# ---- muldiv_seq ----
### The metal 1 layer, muldiv_seq

The bar under the picture is 50 um long. Supply wires on this layer in gray.
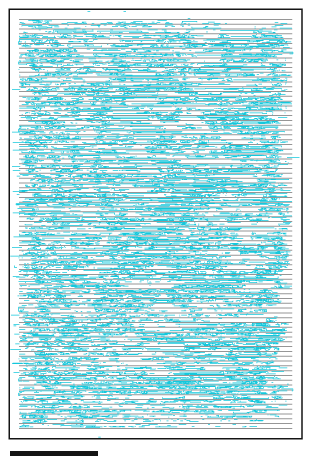
### Signal wires on met2, muldiv_seq

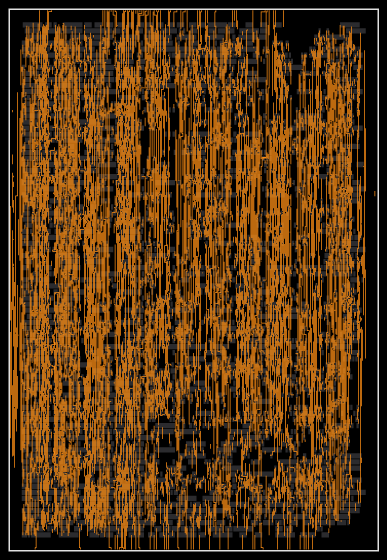
### Signal wires on met3, muldiv_seq

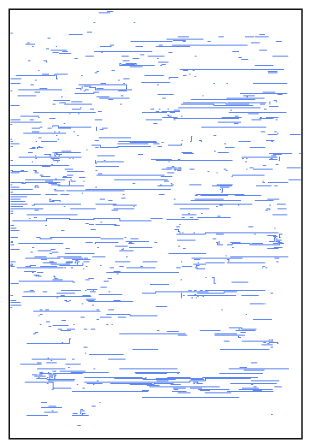
## config.mk

```make
export PLATFORM = sky130hd
export DESIGN_NAME = muldiv_seq
export DESIGN_NICKNAME = d
export VERILOG_FILES = /design/src/rtl/muldiv_seq.sv
export SDC_FILE = /design/constraint.sdc
export NUM_CORES = 1
export LEC_CHECK = 0
export ABC_AREA = 1
export CAP_MARGIN = 25
export CORE_ASPECT_RATIO = 1.5
export CORE_MARGIN = 5
export CORE_UTILIZATION = 55
export CTS_CLUSTER_DIAMETER = 120
export CTS_CLUSTER_SIZE = 8
export DETAILED_ROUTE_END_ITERATION = 12
export PLACE_DENSITY = 0.84
export REMOVE_ABC_BUFFERS = 1
export SYNTH_ARGS = -nofsm -noshare
export SYNTH_HDL_FRONTEND = slang
export SYNTH_SLANG_ARGS = --single-unit
```

## constraint.sdc

```tcl
create_clock -name clk -period 6.5 [get_ports clk]
set_input_delay 1.625 -clock clk [delete_from_list [all_inputs] [get_ports clk]]
set_output_delay 1.625 -clock clk [all_outputs]
set_load 0.05 [all_outputs]
```

## src/rtl/muldiv_seq.sv

```systemverilog
// rtl/muldiv_seq.sv - sequential radix-2 multiplier / restoring divider
// Signed ops are computed on magnitudes and sign-corrected in a final FIX cycle.
module muldiv_seq #(
    parameter int WIDTH = 32,
    parameter int CNT_W = 6
) (
    input  logic             clk,
    input  logic             rst_n,
    input  logic             start,
    input  logic             flush,
    input  logic [1:0]       op,
    input  logic [WIDTH-1:0] a,
    input  logic [WIDTH-1:0] b,
    output logic             busy,
    output logic             done,
    output logic [WIDTH-1:0] hi,
    output logic [WIDTH-1:0] lo,
    output logic             div_zero
);

    typedef enum logic [1:0] {S_IDLE, S_PREP, S_CALC, S_FIX} state_t;

    state_t             r_state, w_next;
    logic [1:0]         r_op;
    logic [WIDTH-1:0]   r_a, r_b, r_mcand, r_acc_hi, r_acc_lo;
    logic [WIDTH-1:0]   r_hi, r_lo;
    logic               r_div_zero, r_done, r_neg_q, r_neg_r;
    logic [CNT_W-1:0]   r_cnt;

    logic               w_accept, w_last, w_a_neg, w_b_neg, w_div_zero;
    logic [WIDTH-1:0]   w_mag_a, w_mag_b, w_quo, w_rem;
    logic [WIDTH:0]     w_sum, w_rem_sh, w_diff;
    logic [2*WIDTH-1:0] w_prod, w_prod_fix;

    // FIX also accepts start so back-to-back issue keeps a WIDTH+2 cadence
    assign w_accept = !flush && start && (r_state == S_IDLE || r_state == S_FIX);
    assign w_last   = (r_cnt == CNT_W'(WIDTH - 1));

    always_ff @(posedge clk or negedge rst_n) begin
        if (!rst_n) r_state <= S_IDLE;
        else        r_state <= w_next;
    end

    always_comb begin
        w_next = r_state;
        if (flush) begin
            w_next = S_IDLE;
        end else begin
            case (r_state)
                S_IDLE:  if (start) w_next = S_PREP;
                S_PREP:  w_next = S_CALC;
                S_CALC:  if (w_last) w_next = S_FIX;
                S_FIX:   w_next = start ? S_PREP : S_IDLE;
                default: w_next = S_IDLE;
            endcase
        end
    end

    always_comb begin
        busy = (r_state != S_IDLE);
    end

    assign w_a_neg = !r_op[0] && r_a[WIDTH-1];
    assign w_b_neg = !r_op[0] && r_b[WIDTH-1];
    assign w_mag_a = w_a_neg ? -r_a : r_a;
    assign w_mag_b = w_b_neg ? -r_b : r_b;

    assign w_sum    = {1'b0, r_acc_hi} + (r_acc_lo[0] ? {1'b0, r_mcand} : '0);
    assign w_rem_sh = {r_acc_hi, r_acc_lo[WIDTH-1]};
    assign w_diff   = w_rem_sh - {1'b0, r_mcand};

    assign w_prod     = {r_acc_hi, r_acc_lo};
    assign w_prod_fix = r_neg_q ? -w_prod : w_prod;
    assign w_quo      = r_neg_q ? -r_acc_lo : r_acc_lo;
    assign w_rem      = r_neg_r ? -r_acc_hi : r_acc_hi;
    assign w_div_zero = r_op[1] && (r_b == '0);

    always_ff @(posedge clk or negedge rst_n) begin
        if (!rst_n) begin
            r_op       <= '0;
            r_a        <= '0;
            r_b        <= '0;
            r_mcand    <= '0;
            r_acc_hi   <= '0;
            r_acc_lo   <= '0;
            r_neg_q    <= 1'b0;
            r_neg_r    <= 1'b0;
            r_cnt      <= '0;
            r_hi       <= '0;
            r_lo       <= '0;
            r_div_zero <= 1'b0;
            r_done     <= 1'b0;
        end else begin
            r_done <= 1'b0;
            if (w_accept) begin
                r_op <= op;
                r_a  <= a;
                r_b  <= b;
            end
            case (r_state)
                S_PREP: begin
                    r_acc_hi <= '0;
                    r_acc_lo <= w_mag_a;
                    r_mcand  <= w_mag_b;
                    r_neg_q  <= w_a_neg ^ w_b_neg;
                    r_neg_r  <= w_a_neg;
                    r_cnt    <= '0;
                end
                S_CALC: begin
                    r_cnt <= r_cnt + 1'b1;
                    if (!r_op[1]) begin
                        r_acc_hi <= w_sum[WIDTH:1];
                        r_acc_lo <= {w_sum[0], r_acc_lo[WIDTH-1:1]};
                    end else if (!w_diff[WIDTH]) begin
                        r_acc_hi <= w_diff[WIDTH-1:0];
                        r_acc_lo <= {r_acc_lo[WIDTH-2:0], 1'b1};
                    end else begin
                        r_acc_hi <= w_rem_sh[WIDTH-1:0];
                        r_acc_lo <= {r_acc_lo[WIDTH-2:0], 1'b0};
                    end
                end
                S_FIX: begin
                    if (!flush) begin
                        r_done     <= 1'b1;
                        r_div_zero <= w_div_zero;
                        if (!r_op[1]) begin
                            r_hi <= w_prod_fix[2*WIDTH-1:WIDTH];
                            r_lo <= w_prod_fix[WIDTH-1:0];
                        end else if (w_div_zero) begin
                            r_hi <= '0;
                            r_lo <= '0;
                        end else begin
                            r_hi <= w_rem;
                            r_lo <= w_quo;
                        end
                    end
                end
                default: ;
            endcase
        end
    end

    assign done     = r_done;
    assign hi       = r_hi;
    assign lo       = r_lo;
    assign div_zero = r_div_zero;

endmodule

```

==> results_dict.tcl <==
# metrics dict for downstream scripts
set metrics [dict create \
    run_status "finished, final reports clean" \
    top_layer "met4" \
    end_kind "primary output" \
    fin_nets 3354 \
    power_switching_mw 8.48 \
    syn_inst 3115 \
    setup_viol_count_final 0 \
    synth.cellmix.adderShare_pct 4.90 \
    via_per_inst 5.92 \
    comb.multi_input.count 2337 \
    syn_avg_cell_area_um2 6.33 \
    power_density_mw_per_mm2 651 \
    wl_per_cell_um 21.4 \
    ys_seq_share_pct 30.2 \
    clkPwrFrac_pct 11.6 \
    crit_chain "inv_1 > ha_1 > inv_1 > clkdlybuf4s50_1" \
    crit_family "buffers and inverters" \
    vias 21800 \
    intPower_mw 6.11 \
    ctsHoldBuffers 0 \
    dp_hpwl_um 60100 \
    r2r-end "r_acc_hi[27]" \
    drt_iter0_markers 1971 \
    async_flop_share_pct 100 \
    cp.required_ns 4.88 \
    common_cells "nand2_1 (883), inv_1 (422), nor2_1 (360)" \
    r2r_slack_ns 3.20 \
    clk_share_pct 4.25 \
    p_total_mw 14.6 \
]
Notes on 'The metal 1 layer' of muldiv_seq above:
main direction: horizontal
share of all routed wire: 32%
longest straight run: 41.6 um
nets with wire on the layer: 3,180

Notes on 'Signal wires on met2' of muldiv_seq above:
share of all routed wire: 49%
longest straight run: 102 um

Notes on 'Signal wires on met3' of muldiv_seq above:
share of all routed wire: 7.1%
nets with wire on the layer: 425


# ---- id_bundle_queue ----
### The metal 1 layer, id_bundle_queue

The bar under the picture is 50 um long. Supply wires on this layer in gray.
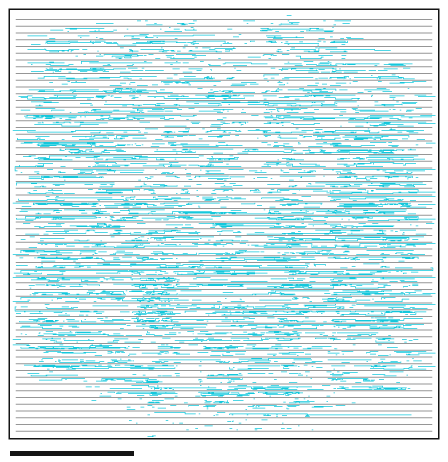
### Signal wires on met2, id_bundle_queue

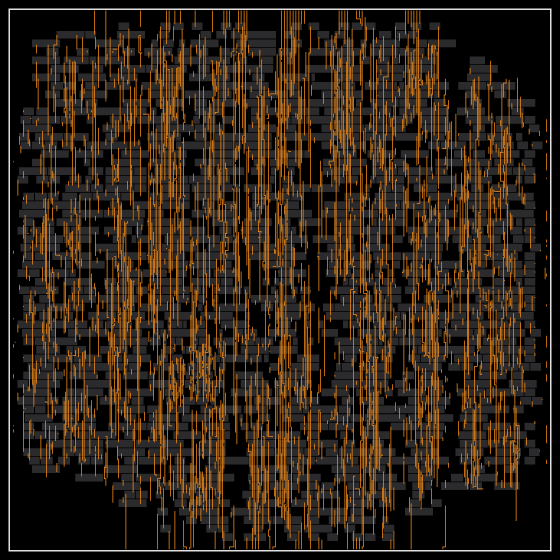
$ cat src/rtl/id_bundle_queue_pkg.sv
// Shared decode/station definitions: uop and immediate widths, bundle layout and the NOP uop.
package id_bundle_queue_pkg;

  localparam int UOP_W      = 20;
  localparam int K_W        = 16;
  localparam int UOP_SLOTS  = 3;
  localparam int UOP_CNT_W  = 2;

  // Decodes as a harmless no-op in the station; presented whenever the queue is empty.
  localparam logic [UOP_W-1:0] NOP_UOP = 20'b0000_0000_1111_00_000_000;

  // Packed bundle width: three uops, the valid-uop count and the immediate.
  function automatic int bundle_w(input int uop_w, input int k_w);
    return UOP_SLOTS * uop_w + UOP_CNT_W + k_w;
  endfunction

endpackage

$ cat src/rtl/id_bundle_queue_mem.sv
// Bundle storage: DEPTH registers, one synchronous write port and one asynchronous read port.
module uop_bundle_mem #(
  parameter int DEPTH  = 4,
  parameter int DATA_W = 78,
  parameter int ADDR_W = 2
) (
  input  logic              clk,
  input  logic              a_rst,
  input  logic              i_wr_en,
  input  logic [ADDR_W-1:0] i_wr_addr,
  input  logic [DATA_W-1:0] i_wr_data,
  input  logic [ADDR_W-1:0] i_rd_addr,
  output logic [DATA_W-1:0] o_rd_data
);

  logic [DATA_W-1:0] r_slot [DEPTH];

  genvar gi;
  generate
    for (gi = 0; gi < DEPTH; gi++) begin : g_slot
      always_ff @(posedge clk or posedge a_rst) begin
        if (a_rst) begin
          r_slot[gi] <= '0;
        end else if (i_wr_en && (i_wr_addr == ADDR_W'(gi))) begin
          r_slot[gi] <= i_wr_data;
        end
      end
    end
  endgenerate

  assign o_rd_data = r_slot[i_rd_addr];

endmodule

$ cat src/rtl/id_bundle_queue.sv
// Decode-side bundle FIFO feeding the reservation station over the id_feed_req/id_feed_ack handshake.
module id_bundle_queue #(
  parameter int DEPTH = 4,
  parameter int UOP_W = id_bundle_queue_pkg::UOP_W,
  parameter int K_W   = id_bundle_queue_pkg::K_W
) (
  input  logic                         clk,
  input  logic                         a_rst,
  input  logic                         flush,
  input  logic                         dec_valid,
  output logic                         dec_ready,
  input  logic [UOP_W-1:0]             dec_uop_0,
  input  logic [UOP_W-1:0]             dec_uop_1,
  input  logic [UOP_W-1:0]             dec_uop_2,
  input  logic [1:0]                   dec_uop_count,
  input  logic [K_W-1:0]               dec_k16,
  input  logic                         id_feed_req,
  output logic                         id_feed_ack,
  output logic [UOP_W-1:0]             id_uop_0,
  output logic [UOP_W-1:0]             id_uop_1,
  output logic [UOP_W-1:0]             id_uop_2,
  output logic [1:0]                   id_uop_count,
  output logic [K_W-1:0]               id_k16,
  output logic [$clog2(DEPTH+1)-1:0]   occupancy
);

  import id_bundle_queue_pkg::*;

  localparam int PTR_W = $clog2(DEPTH);
  localparam int OCC_W = $clog2(DEPTH + 1);
  localparam int BW    = bundle_w(UOP_W, K_W);
  localparam logic [OCC_W-1:0] FULL_CNT = OCC_W'(DEPTH);
  localparam logic [UOP_W-1:0] NOP_W    = UOP_W'(NOP_UOP);

  logic [PTR_W-1:0] r_rd_ptr;
  logic [PTR_W-1:0] r_wr_ptr;
  logic [OCC_W-1:0] r_count;

  logic             w_empty;
  logic             w_full;
  logic             w_push;
  logic             w_pop;
  logic [BW-1:0]    w_wr_data;
  logic [BW-1:0]    w_rd_data;
  logic [UOP_W-1:0] w_rd_uop_0;
  logic [UOP_W-1:0] w_rd_uop_1;
  logic [UOP_W-1:0] w_rd_uop_2;
  logic [1:0]       w_rd_count;
  logic [K_W-1:0]   w_rd_k16;

  assign w_empty = (r_count == '0);
  assign w_full  = (r_count == FULL_CNT);

  // Ready is a function of stored state only, so the station never reaches the decoder combinationally.
  assign dec_ready   = ~w_full;
  assign w_push      = dec_valid & dec_ready & ~flush & (dec_uop_count != 2'd0);
  assign w_pop       = id_feed_req & ~w_empty & ~flush;
  assign id_feed_ack = w_pop;
  assign occupancy   = r_count;

  assign w_wr_data = {dec_uop_2, dec_uop_1, dec_uop_0, dec_uop_count, dec_k16};
  assign {w_rd_uop_2, w_rd_uop_1, w_rd_uop_0, w_rd_count, w_rd_k16} = w_rd_data;

  uop_bundle_mem #(
    .DEPTH  (DEPTH),
    .DATA_W (BW),
    .ADDR_W (PTR_W)
  ) u_mem (
    .clk       (clk),
    .a_rst     (a_rst),
    .i_wr_en   (w_push),
    .i_wr_addr (r_wr_ptr),
    .i_wr_data (w_wr_data),
    .i_rd_addr (r_rd_ptr),
    .o_rd_data (w_rd_data)
  );

  always_ff @(posedge clk or posedge a_rst) begin
    if (a_rst) begin
      r_rd_ptr <= '0;
      r_wr_ptr <= '0;
      r_count  <= '0;
    end else if (flush) begin
      r_rd_ptr <= '0;
      r_wr_ptr <= '0;
      r_count  <= '0;
    end else begin
      if (w_push) r_wr_ptr <= r_wr_ptr + PTR_W'(1);
      if (w_pop)  r_rd_ptr <= r_rd_ptr + PTR_W'(1);
      case ({w_push, w_pop})
        2'b10:   r_count <= r_count + OCC_W'(1);
        2'b01:   r_count <= r_count - OCC_W'(1);
        default: r_count <= r_count;
      endcase
    end
  end

  // Stale slot contents stay hidden behind NOP while the queue is empty.
  always_comb begin
    id_uop_0     = NOP_W;
    id_uop_1     = NOP_W;
    id_uop_2     = NOP_W;
    id_uop_count = 2'd0;
    id_k16       = '0;
    if (!w_empty) begin
      id_uop_0     = w_rd_uop_0;
      id_uop_1     = w_rd_uop_1;
      id_uop_2     = w_rd_uop_2;
      id_uop_count = w_rd_count;
      id_k16       = w_rd_k16;
    end
  end

endmodule
$ cat config.mk
export PLATFORM = sky130hd
export DESIGN_NAME = id_bundle_queue
export DESIGN_NICKNAME = d
export VERILOG_FILES = /design/src/rtl/id_bundle_queue_pkg.sv /design/src/rtl/id_bundle_queue_mem.sv /design/src/rtl/id_bundle_queue.sv
export SDC_FILE = /design/constraint.sdc
export NUM_CORES = 1
export LEC_CHECK = 0
export CAP_MARGIN = 20
export CORE_MARGIN = 2
export CORE_UTILIZATION = 51
export DETAILED_ROUTE_END_ITERATION = 6
export GPL_TIMING_DRIVEN = 0
export PLACE_DENSITY = 0.76
export SYNTH_ARGS = -nofsm -noshare
export SYNTH_HDL_FRONTEND = slang
export SYNTH_HIERARCHICAL = 1
export SYNTH_SLANG_ARGS = --single-unit
$ cat constraint.sdc
create_clock -name clk -period 9.5 [get_ports clk]
set_input_delay 0.95 -clock clk [delete_from_list [all_inputs] [get_ports clk]]
set_output_delay 0.95 -clock clk [all_outputs]
set_load 0.005 [all_outputs]
==> results_dict.tcl <==
# metrics dict for downstream scripts
set metrics [dict create \
    run_status "finished, final reports clean" \
    route.detailed.drc 0 \
    via_per_inst 5.54 \
    p_total_mw 4.23 \
    max_stage_delay_ns 0.49 \
    design_area_mm2 0.0180 \
    clkPwrFrac_pct 32.9 \
    logic_family "multiplexers" \
    yosysTopAreaCell "dfrtp_1" \
    ys_cells 904 \
    cts_made_buffers 35 \
    synth-edff-count 0 \
    design.core.area_mm2 0.0279 \
    antenna_found_initial 2 \
    warnings 26 \
    cp.required_ns 8.55 \
    dp_hpwl_um 21700 \
]
Notes on 'The metal 1 layer' of id_bundle_queue above:
main direction: horizontal
wire length on this layer: 13,800 um
longest straight run: 74.1 um
nets with wire on the layer: 1,088
share of all routed wire: 43%

Notes on 'Signal wires on met2' of id_bundle_queue above:
wire length on this layer: 15,800 um
main direction: vertical
longest straight run: 80.9 um


# ---- alu_rr_scheduler ----
### The metal 1 layer, alu_rr_scheduler

The bar under the picture is 20 um long. Supply wires on this layer in gray.
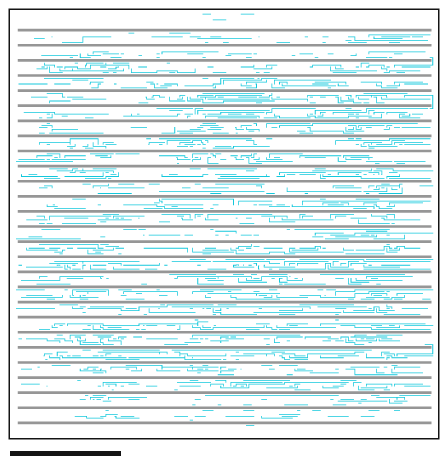
### Signal wires on met2, alu_rr_scheduler

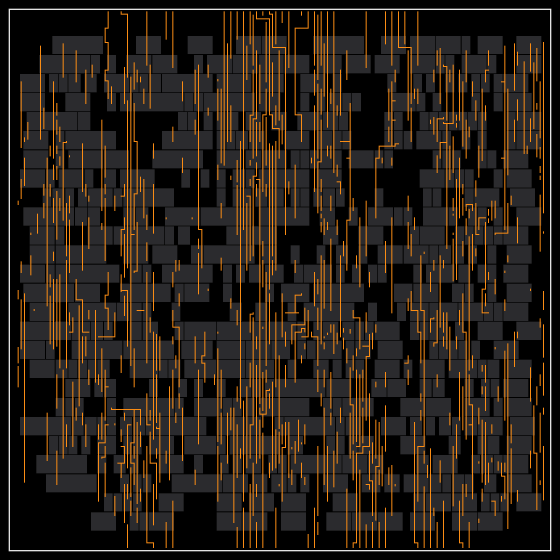
File: src/rtl/alu_rr_scheduler.sv
// alu_rr_scheduler: round-robin arbiter that shares one external 8-bit
// combinational ALU among NREQ requesters. Each granted operation runs
// IDLE -> EXEC -> RESP and returns its result on a backpressured channel.
module alu_rr_scheduler #(
  parameter int unsigned NREQ = 4,
  parameter int unsigned IDW  = 2
) (
  input  logic                 clk,
  input  logic                 rst,
  input  logic [NREQ-1:0]      req_valid,
  output logic [NREQ-1:0]      req_ready,
  input  logic [8*NREQ-1:0]    req_a,
  input  logic [8*NREQ-1:0]    req_b,
  input  logic [3*NREQ-1:0]    req_sel,
  output logic [7:0]           alu_a,
  output logic [7:0]           alu_b,
  output logic [2:0]           alu_sel,
  input  logic [7:0]           alu_result,
  input  logic                 alu_zero,
  output logic                 rsp_valid,
  input  logic                 rsp_ready,
  output logic [IDW-1:0]       rsp_id,
  output logic [7:0]           rsp_result,
  output logic                 rsp_zero,
  output logic                 rsp_err
);

  localparam int unsigned DW = 8;
  localparam int unsigned SW = 3;
  localparam logic [SW-1:0] SEL_MAX_LEGAL = 3'b100;

  typedef enum logic [1:0] {
    S_IDLE = 2'd0,
    S_EXEC = 2'd1,
    S_RESP = 2'd2
  } state_e;

  state_e          state_q, state_d;
  logic [IDW-1:0]  rr_ptr_q, rr_ptr_d;
  logic [IDW-1:0]  id_q, id_d;
  logic [DW-1:0]   alu_a_q, alu_a_d;
  logic [DW-1:0]   alu_b_q, alu_b_d;
  logic [SW-1:0]   alu_sel_q, alu_sel_d;
  logic            rsp_valid_q, rsp_valid_d;
  logic [IDW-1:0]  rsp_id_q, rsp_id_d;
  logic [DW-1:0]   rsp_result_q, rsp_result_d;
  logic            rsp_zero_q, rsp_zero_d;
  logic            rsp_err_q, rsp_err_d;

  logic            gnt_found;
  logic [IDW-1:0]  gnt_idx;
  logic            hi_found;
  logic [IDW-1:0]  hi_idx;
  logic [IDW-1:0]  lo_idx;
  logic [DW-1:0]   gnt_a;
  logic [DW-1:0]   gnt_b;
  logic [SW-1:0]   gnt_sel;

  // Round-robin search: lowest valid index at or above rr_ptr, else lowest overall.
  always_comb begin
    hi_found = 1'b0;
    hi_idx   = '0;
    lo_idx   = '0;
    for (int i = int'(NREQ) - 1; i >= 0; i--) begin
      if (req_valid[i]) begin
        lo_idx = IDW'(i);
        if (i >= int'(rr_ptr_q)) begin
          hi_found = 1'b1;
          hi_idx   = IDW'(i);
        end
      end
    end
    gnt_found = |req_valid;
    gnt_idx   = hi_found ? hi_idx : lo_idx;
  end

  // Operand mux for the granted requester.
  always_comb begin
    gnt_a   = '0;
    gnt_b   = '0;
    gnt_sel = '0;
    for (int i = 0; i < int'(NREQ); i++) begin
      if (IDW'(i) == gnt_idx) begin
        gnt_a   = req_a[i*DW +: DW];
        gnt_b   = req_b[i*DW +: DW];
        gnt_sel = req_sel[i*SW +: SW];
      end
    end
  end

  // State register.
  always_ff @(posedge clk) begin
    if (rst) begin
      state_q <= S_IDLE;
    end else begin
      state_q <= state_d;
    end
  end

  // Next-state logic.
  always_comb begin
    state_d = state_q;
    unique case (state_q)
      S_IDLE: if (gnt_found) state_d = S_EXEC;
      S_EXEC: state_d = S_RESP;
      S_RESP: if (rsp_valid_q && rsp_ready) state_d = S_IDLE;
      default: state_d = S_IDLE;
    endcase
  end

  // Output logic: grant strobe and next values of the datapath registers.
  always_comb begin
    req_ready    = '0;
    rr_ptr_d     = rr_ptr_q;
    id_d         = id_q;
    alu_a_d      = alu_a_q;
    alu_b_d      = alu_b_q;
    alu_sel_d    = alu_sel_q;
    rsp_valid_d  = rsp_valid_q;
    rsp_id_d     = rsp_id_q;
    rsp_result_d = rsp_result_q;
    rsp_zero_d   = rsp_zero_q;
    rsp_err_d    = rsp_err_q;
    unique case (state_q)
      S_IDLE: begin
        if (gnt_found && !rst) begin
          req_ready[gnt_idx] = 1'b1;
          alu_a_d   = gnt_a;
          alu_b_d   = gnt_b;
          alu_sel_d = gnt_sel;
          id_d      = gnt_idx;
          rr_ptr_d  = (32'(gnt_idx) == NREQ - 1) ? '0 : gnt_idx + IDW'(1);
        end
      end
      S_EXEC: begin
        rsp_result_d = alu_result;
        rsp_zero_d   = alu_zero;
        rsp_id_d     = id_q;
        rsp_err_d    = (alu_sel_q > SEL_MAX_LEGAL);
        rsp_valid_d  = 1'b1;
      end
      S_RESP: begin
        if (rsp_valid_q && rsp_ready) rsp_valid_d = 1'b0;
      end
      default: ;
    endcase
  end

  // Datapath registers; reset abandons any operation in flight.
  always_ff @(posedge clk) begin
    if (rst) begin
      rr_ptr_q     <= '0;
      id_q         <= '0;
      alu_a_q      <= '0;
      alu_b_q      <= '0;
      alu_sel_q    <= '0;
      rsp_valid_q  <= 1'b0;
      rsp_id_q     <= '0;
      rsp_result_q <= '0;
      rsp_zero_q   <= 1'b0;
      rsp_err_q    <= 1'b0;
    end else begin
      rr_ptr_q     <= rr_ptr_d;
      id_q         <= id_d;
      alu_a_q      <= alu_a_d;
      alu_b_q      <= alu_b_d;
      alu_sel_q    <= alu_sel_d;
      rsp_valid_q  <= rsp_valid_d;
      rsp_id_q     <= rsp_id_d;
      rsp_result_q <= rsp_result_d;
      rsp_zero_q   <= rsp_zero_d;
      rsp_err_q    <= rsp_err_d;
    end
  end

  assign alu_a      = alu_a_q;
  assign alu_b      = alu_b_q;
  assign alu_sel    = alu_sel_q;
  assign rsp_valid  = rsp_valid_q;
  assign rsp_id     = rsp_id_q;
  assign rsp_result = rsp_result_q;
  assign rsp_zero   = rsp_zero_q;
  assign rsp_err    = rsp_err_q;

endmodule

File: config.mk
export PLATFORM = sky130hd
export DESIGN_NAME = alu_rr_scheduler
export DESIGN_NICKNAME = d
export VERILOG_FILES = /design/src/rtl/alu_rr_scheduler.sv
export SDC_FILE = /design/constraint.sdc
export NUM_CORES = 1
export LEC_CHECK = 0
export ABC_AREA = 1
export CORE_UTILIZATION = 42
export CTS_CLUSTER_SIZE = 14
export DETAILED_ROUTE_END_ITERATION = 10
export GPL_TIMING_DRIVEN = 0
export PLACE_DENSITY_LB_ADDON = 0.08
export SLEW_MARGIN = 20
export SYNTH_ARGS = -nofsm -noshare
export SYNTH_HDL_FRONTEND = slang
export SYNTH_SLANG_ARGS = --single-unit
File: constraint.sdc
create_clock -name clk -period 5.9 [get_ports clk]
set_clock_uncertainty 0.2 [all_clocks]
set_input_delay 1.475 -clock clk [delete_from_list [all_inputs] [get_ports clk]]
set_output_delay 1.475 -clock clk [all_outputs]
set_load 0.02 [all_outputs]
==> results_dict.tcl <==
# metrics dict for downstream scripts
set metrics [dict create \
    cp.required_ns 4.22 \
    clk_latency_ns 0.28 \
    clk_share_pct 2.01 \
    met2_wirelength_um 3280 \
    tns_ns 0 \
    fin_util_pct 72.2 \
    post_cts_resized 0 \
    die_w_um 77.1 \
    use_met1_pct 32.1 \
    ys_seq_share_pct 32.1 \
    grt-ovfl-total 0 \
    ctsHoldBuffers 0 \
    mostFrequentLayoutCells "clkdlybuf4s50_1 (127), nand2_1 (113), nor2_1 (98)" \
    ff2ff_path_depth 14 \
    run_status "finished, final reports clean" \
    netlist_area_mm2 0.00237 \
    max_stage_delay_ns 0.61 \
    dp_slack_ns 0.393 \
    post_cts_buffers 0 \
    die_h_um 77.1 \
    crit_family "buffers and inverters" \
    slew_headroom_pct 69.5 \
    n_antenna_cell 0 \
    fillerInstances 476 \
    comb_area_share_pct 35.3 \
    cp_common_cell "inv_1" \
    grt_busiest_layer "met2" \
]
Notes on 'The metal 1 layer' of alu_rr_scheduler above:
main direction: horizontal
wire length on this layer: 3,460 um

Notes on 'Signal wires on met2' of alu_rr_scheduler above:
share of all routed wire: 44%
wire length on this layer: 3,280 um
main direction: vertical
nets with wire on the layer: 453


# ---- codec_arbiter_flat ----
### The metal 1 layer, codec_arbiter_flat

The bar under the picture is 50 um long. Supply wires on this layer in gray.
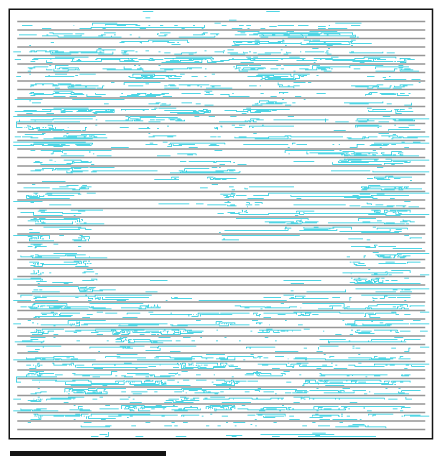
### Signal wires on met2, codec_arbiter_flat

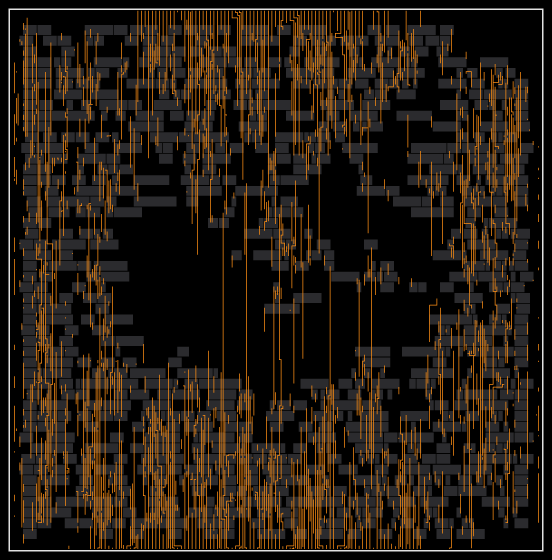
`src/rtl/codec_arbiter_if.sv`:
```
// Bundle between the codec arbiter, its two requesters and the shared codec core.
// master = arbiter side, slave = requester/core environment side.
interface codec_arbiter_if #(
  parameter int N = 64
);
  logic [1:0]     req_valid;
  logic [1:0]     req_op;
  logic [2*N-1:0] req_data;
  logic [1:0]     req_ready;
  logic [1:0]     resp_valid;
  logic [N-1:0]   resp_data;
  logic           resp_err;
  logic [1:0]     resp_ready;
  logic [2:0]     core_mode;
  logic [N-1:0]   core_data_in;
  logic [N-1:0]   core_data_out;
  logic           core_done;
  logic           busy;

  modport master (
    input  req_valid, req_op, req_data, resp_ready, core_data_out, core_done,
    output req_ready, resp_valid, resp_data, resp_err, core_mode, core_data_in, busy
  );

  modport slave (
    output req_valid, req_op, req_data, resp_ready, core_data_out, core_done,
    input  req_ready, resp_valid, resp_data, resp_err, core_mode, core_data_in, busy
  );
endinterface

```
`src/rtl/codec_arbiter.sv`:
```
// Round-robin arbiter sharing one encode/decode core between two requesters.
// Optional macro CODEC_TIMEOUT_EN aborts an operation after TIMEOUT WAIT cycles with resp_err.
module codec_arbiter #(
  parameter int N       = 64,
  parameter int K       = 40,
  parameter int TIMEOUT = 255
) (
  input logic             clk,
  input logic             rst,
  codec_arbiter_if.master bus
);

  typedef enum logic [1:0] {S_IDLE, S_ISSUE, S_WAIT, S_RESP} state_e;

  localparam logic [2:0] MODE_IDLE = 3'b000;
  localparam logic [2:0] MODE_ENC  = 3'b001;
  localparam logic [2:0] MODE_DEC  = 3'b010;

  state_e       state_q, state_d;
  logic         rr_ptr_q, rr_ptr_d;
  logic         gnt_q, gnt_d;
  logic         op_q, op_d;
  logic [N-1:0] payload_q, payload_d;
  logic [N-1:0] resp_data_q, resp_data_d;
  logic         resp_err_q, resp_err_d;

  logic         gnt_sel;
  logic [N-1:0] req_word;
  logic [1:0]   req_ready_c;
  logic         timeout_hit;

  // Single valid requester wins outright; a tie goes to rr_ptr.
  always_comb begin
    gnt_sel  = (bus.req_valid == 2'b11) ? rr_ptr_q : bus.req_valid[1];
    req_word = gnt_sel ? bus.req_data[2*N-1:N] : bus.req_data[N-1:0];
  end

`ifdef CODEC_TIMEOUT_EN
  localparam int CNT_W = ($clog2(TIMEOUT + 1) > 8) ? $clog2(TIMEOUT + 1) : 8;

  logic [CNT_W-1:0] cnt_q, cnt_d;

  always_comb begin
    cnt_d = cnt_q;
    if (state_q == S_ISSUE) begin
      cnt_d = '0;
    end else if (state_q == S_WAIT) begin
      cnt_d = cnt_q + CNT_W'(1);
    end
  end

  always_ff @(posedge clk) begin
    if (rst) begin
      cnt_q <= '0;
    end else begin
      cnt_q <= cnt_d;
    end
  end

  assign timeout_hit = (state_q == S_WAIT) && (cnt_q == CNT_W'(TIMEOUT - 1));
`else
  logic unused_timeout;
  assign unused_timeout = (TIMEOUT == 0);
  assign timeout_hit    = 1'b0;
`endif

  always_comb begin
    state_d     = state_q;
    rr_ptr_d    = rr_ptr_q;
    gnt_d       = gnt_q;
    op_d        = op_q;
    payload_d   = payload_q;
    resp_data_d = resp_data_q;
    resp_err_d  = resp_err_q;
    req_ready_c = 2'b00;

    case (state_q)
      S_IDLE: begin
        if (|bus.req_valid) begin
          req_ready_c[gnt_sel] = 1'b1;
          gnt_d                = gnt_sel;
          op_d                 = bus.req_op[gnt_sel];
          payload_d            = bus.req_op[gnt_sel] ? req_word
                                                     : {{(N-K){1'b0}}, req_word[K-1:0]};
          state_d              = S_ISSUE;
        end
      end
      S_ISSUE: begin
        state_d = S_WAIT;
      end
      S_WAIT: begin
        // A done pulse coinciding with the timeout still delivers the result.
        if (bus.core_done) begin
          resp_data_d = op_q ? {{(N-K){1'b0}}, bus.core_data_out[K-1:0]} : bus.core_data_out;
          resp_err_d  = 1'b0;
          state_d     = S_RESP;
        end else if (timeout_hit) begin
          resp_data_d = '0;
          resp_err_d  = 1'b1;
          state_d     = S_RESP;
        end
      end
      S_RESP: begin
        if (bus.resp_ready[gnt_q]) begin
          rr_ptr_d = ~gnt_q;
          state_d  = S_IDLE;
        end
      end
      default: state_d = S_IDLE;
    endcase
  end

  always_ff @(posedge clk) begin
    if (rst) begin
      state_q     <= S_IDLE;
      rr_ptr_q    <= 1'b0;
      gnt_q       <= 1'b0;
      op_q        <= 1'b0;
      payload_q   <= '0;
      resp_data_q <= '0;
      resp_err_q  <= 1'b0;
    end else begin
      state_q     <= state_d;
      rr_ptr_q    <= rr_ptr_d;
      gnt_q       <= gnt_d;
      op_q        <= op_d;
      payload_q   <= payload_d;
      resp_data_q <= resp_data_d;
      resp_err_q  <= resp_err_d;
    end
  end

  // Mode follows the state, so leaving WAIT (or reset) drops the core to IDLE on the same edge.
  assign bus.core_mode    = ((state_q == S_ISSUE) || (state_q == S_WAIT))
                            ? (op_q ? MODE_DEC : MODE_ENC) : MODE_IDLE;
  assign bus.core_data_in = payload_q;
  assign bus.req_ready    = req_ready_c;
  assign bus.resp_valid   = (state_q == S_RESP) ? (gnt_q ? 2'b10 : 2'b01) : 2'b00;
  assign bus.resp_data    = resp_data_q;
  assign bus.resp_err     = resp_err_q;
  assign bus.busy         = (state_q != S_IDLE);

endmodule

```
`src/flat_wrapper.sv`:
```
// flat-port wrapper written by rule: the top's interface ports become plain ports
module codec_arbiter_flat 
#(
  parameter int N       = 64,
  parameter int K       = 40,
  parameter int TIMEOUT = 255
)
  (clk, rst, bus_req_valid, bus_req_op, bus_req_data, bus_resp_ready, bus_core_data_out, bus_core_done, bus_req_ready, bus_resp_valid, bus_resp_data, bus_resp_err, bus_core_mode, bus_core_data_in, bus_busy);
  codec_arbiter_if #(.N(N)) bus_i ();
  input logic clk;
  input logic rst;
  input wire logic [$bits(bus_i.req_valid)-1:0] bus_req_valid;
  input wire logic [$bits(bus_i.req_op)-1:0] bus_req_op;
  input wire logic [$bits(bus_i.req_data)-1:0] bus_req_data;
  input wire logic [$bits(bus_i.resp_ready)-1:0] bus_resp_ready;
  input wire logic [$bits(bus_i.core_data_out)-1:0] bus_core_data_out;
  input wire logic [$bits(bus_i.core_done)-1:0] bus_core_done;
  output wire logic [$bits(bus_i.req_ready)-1:0] bus_req_ready;
  output wire logic [$bits(bus_i.resp_valid)-1:0] bus_resp_valid;
  output wire logic [$bits(bus_i.resp_data)-1:0] bus_resp_data;
  output wire logic [$bits(bus_i.resp_err)-1:0] bus_resp_err;
  output wire logic [$bits(bus_i.core_mode)-1:0] bus_core_mode;
  output wire logic [$bits(bus_i.core_data_in)-1:0] bus_core_data_in;
  output wire logic [$bits(bus_i.busy)-1:0] bus_busy;
  assign bus_i.req_valid = bus_req_valid;
  assign bus_i.req_op = bus_req_op;
  assign bus_i.req_data = bus_req_data;
  assign bus_i.resp_ready = bus_resp_ready;
  assign bus_i.core_data_out = bus_core_data_out;
  assign bus_i.core_done = bus_core_done;
  assign bus_req_ready = bus_i.req_ready;
  assign bus_resp_valid = bus_i.resp_valid;
  assign bus_resp_data = bus_i.resp_data;
  assign bus_resp_err = bus_i.resp_err;
  assign bus_core_mode = bus_i.core_mode;
  assign bus_core_data_in = bus_i.core_data_in;
  assign bus_busy = bus_i.busy;
  codec_arbiter #(.N(N), .K(K), .TIMEOUT(TIMEOUT)) u_core (.clk(clk), .rst(rst), .bus(bus_i));
endmodule
```
`config.mk`:
```
export PLATFORM = sky130hd
export DESIGN_NAME = codec_arbiter_flat
export DESIGN_NICKNAME = d
export VERILOG_FILES = /design/src/rtl/codec_arbiter_if.sv /design/src/rtl/codec_arbiter.sv /design/src/flat_wrapper.sv
export SDC_FILE = /design/constraint.sdc
export NUM_CORES = 1
export LEC_CHECK = 0
export CORE_AREA = 2 2 133 135
export DETAILED_ROUTE_END_ITERATION = 10
export DIE_AREA = 0 0 135 137
export PLACE_DENSITY = 0.69
export SETUP_SLACK_MARGIN = 0.1
export SLEW_MARGIN = 40
export SYNTH_ARGS = -nofsm -noshare
export SYNTH_HDL_FRONTEND = slang
export SYNTH_SLANG_ARGS = --single-unit
export TNS_END_PERCENT = 20
```
`constraint.sdc`:
```
create_clock -name clk -period 4.1 [get_ports clk]
set_clock_uncertainty 0.15 [all_clocks]
set_input_delay 1.23 -clock clk [delete_from_list [all_inputs] [get_ports clk]]
set_output_delay 1.23 -clock clk [all_outputs]
set_load 0.05 [all_outputs]
```
==> results_dict.tcl <==
# metrics dict for downstream scripts
set metrics [dict create \
    grtUsageMet3_pct 6.19 \
    arrival_ns 2.38 \
    run_status "finished, final reports clean" \
    portBuffers 335 \
    die_w_um 135 \
    post_cts_resized 0 \
    grt_setup_unrepaired "no" \
    dp_slack_ns 0.351 \
    rr_startpoint "u_core.state_q[0]" \
    peakVddDrop_v 0.000380 \
    fin_util_pct 54.6 \
    cp.required_ns 2.72 \
    vias 5331 \
    comb_area_share_pct 24.0 \
    mux_area_share_pct 5.05 \
    post_cts_buffers 0 \
    setup_viol_count_final 0 \
    setup.worst_path.end "bus_req_ready[0]" \
]
Notes on 'The metal 1 layer' of codec_arbiter_flat above:
main direction: horizontal
wire length on this layer: 7,420 um

Notes on 'Signal wires on met2' of codec_arbiter_flat above:
nets with wire on the layer: 899
wire length on this layer: 9,010 um



==> screenshots <==
Metal 4.
Supply wires on this layer in gray.
panel A
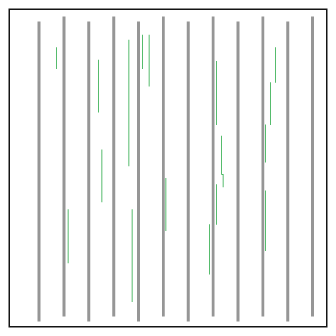
panel B
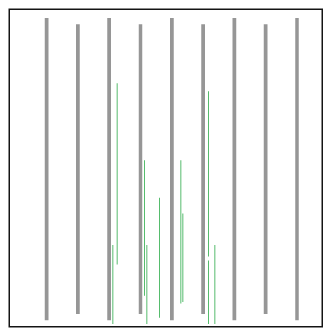
panel C
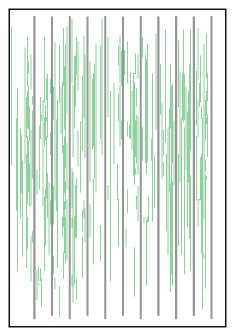
panel B: codec_arbiter_flat
panel A: id_bundle_queue
panel C: muldiv_seq


==> layout pictures side by side <==
Signal wires on met3.
shot_01.png
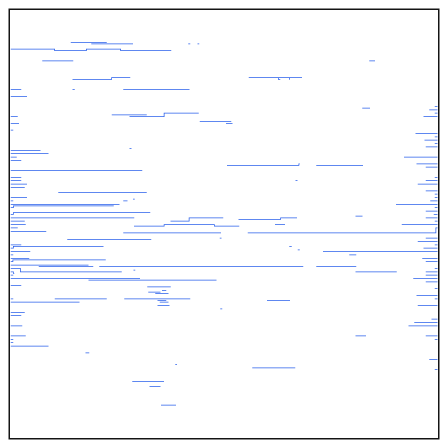
shot_02.png
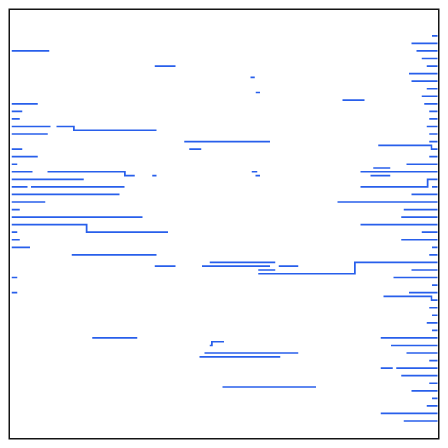
shot_03.png
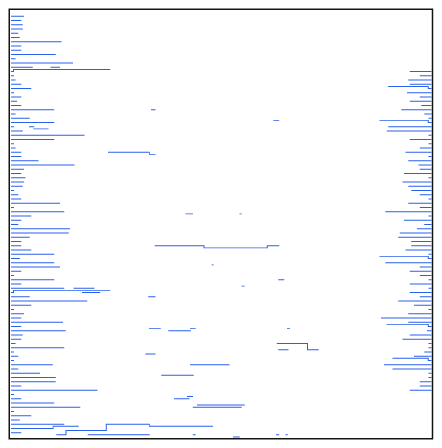
- shot_02.png = alu_rr_scheduler
- shot_03.png = codec_arbiter_flat
- shot_01.png = id_bundle_queue

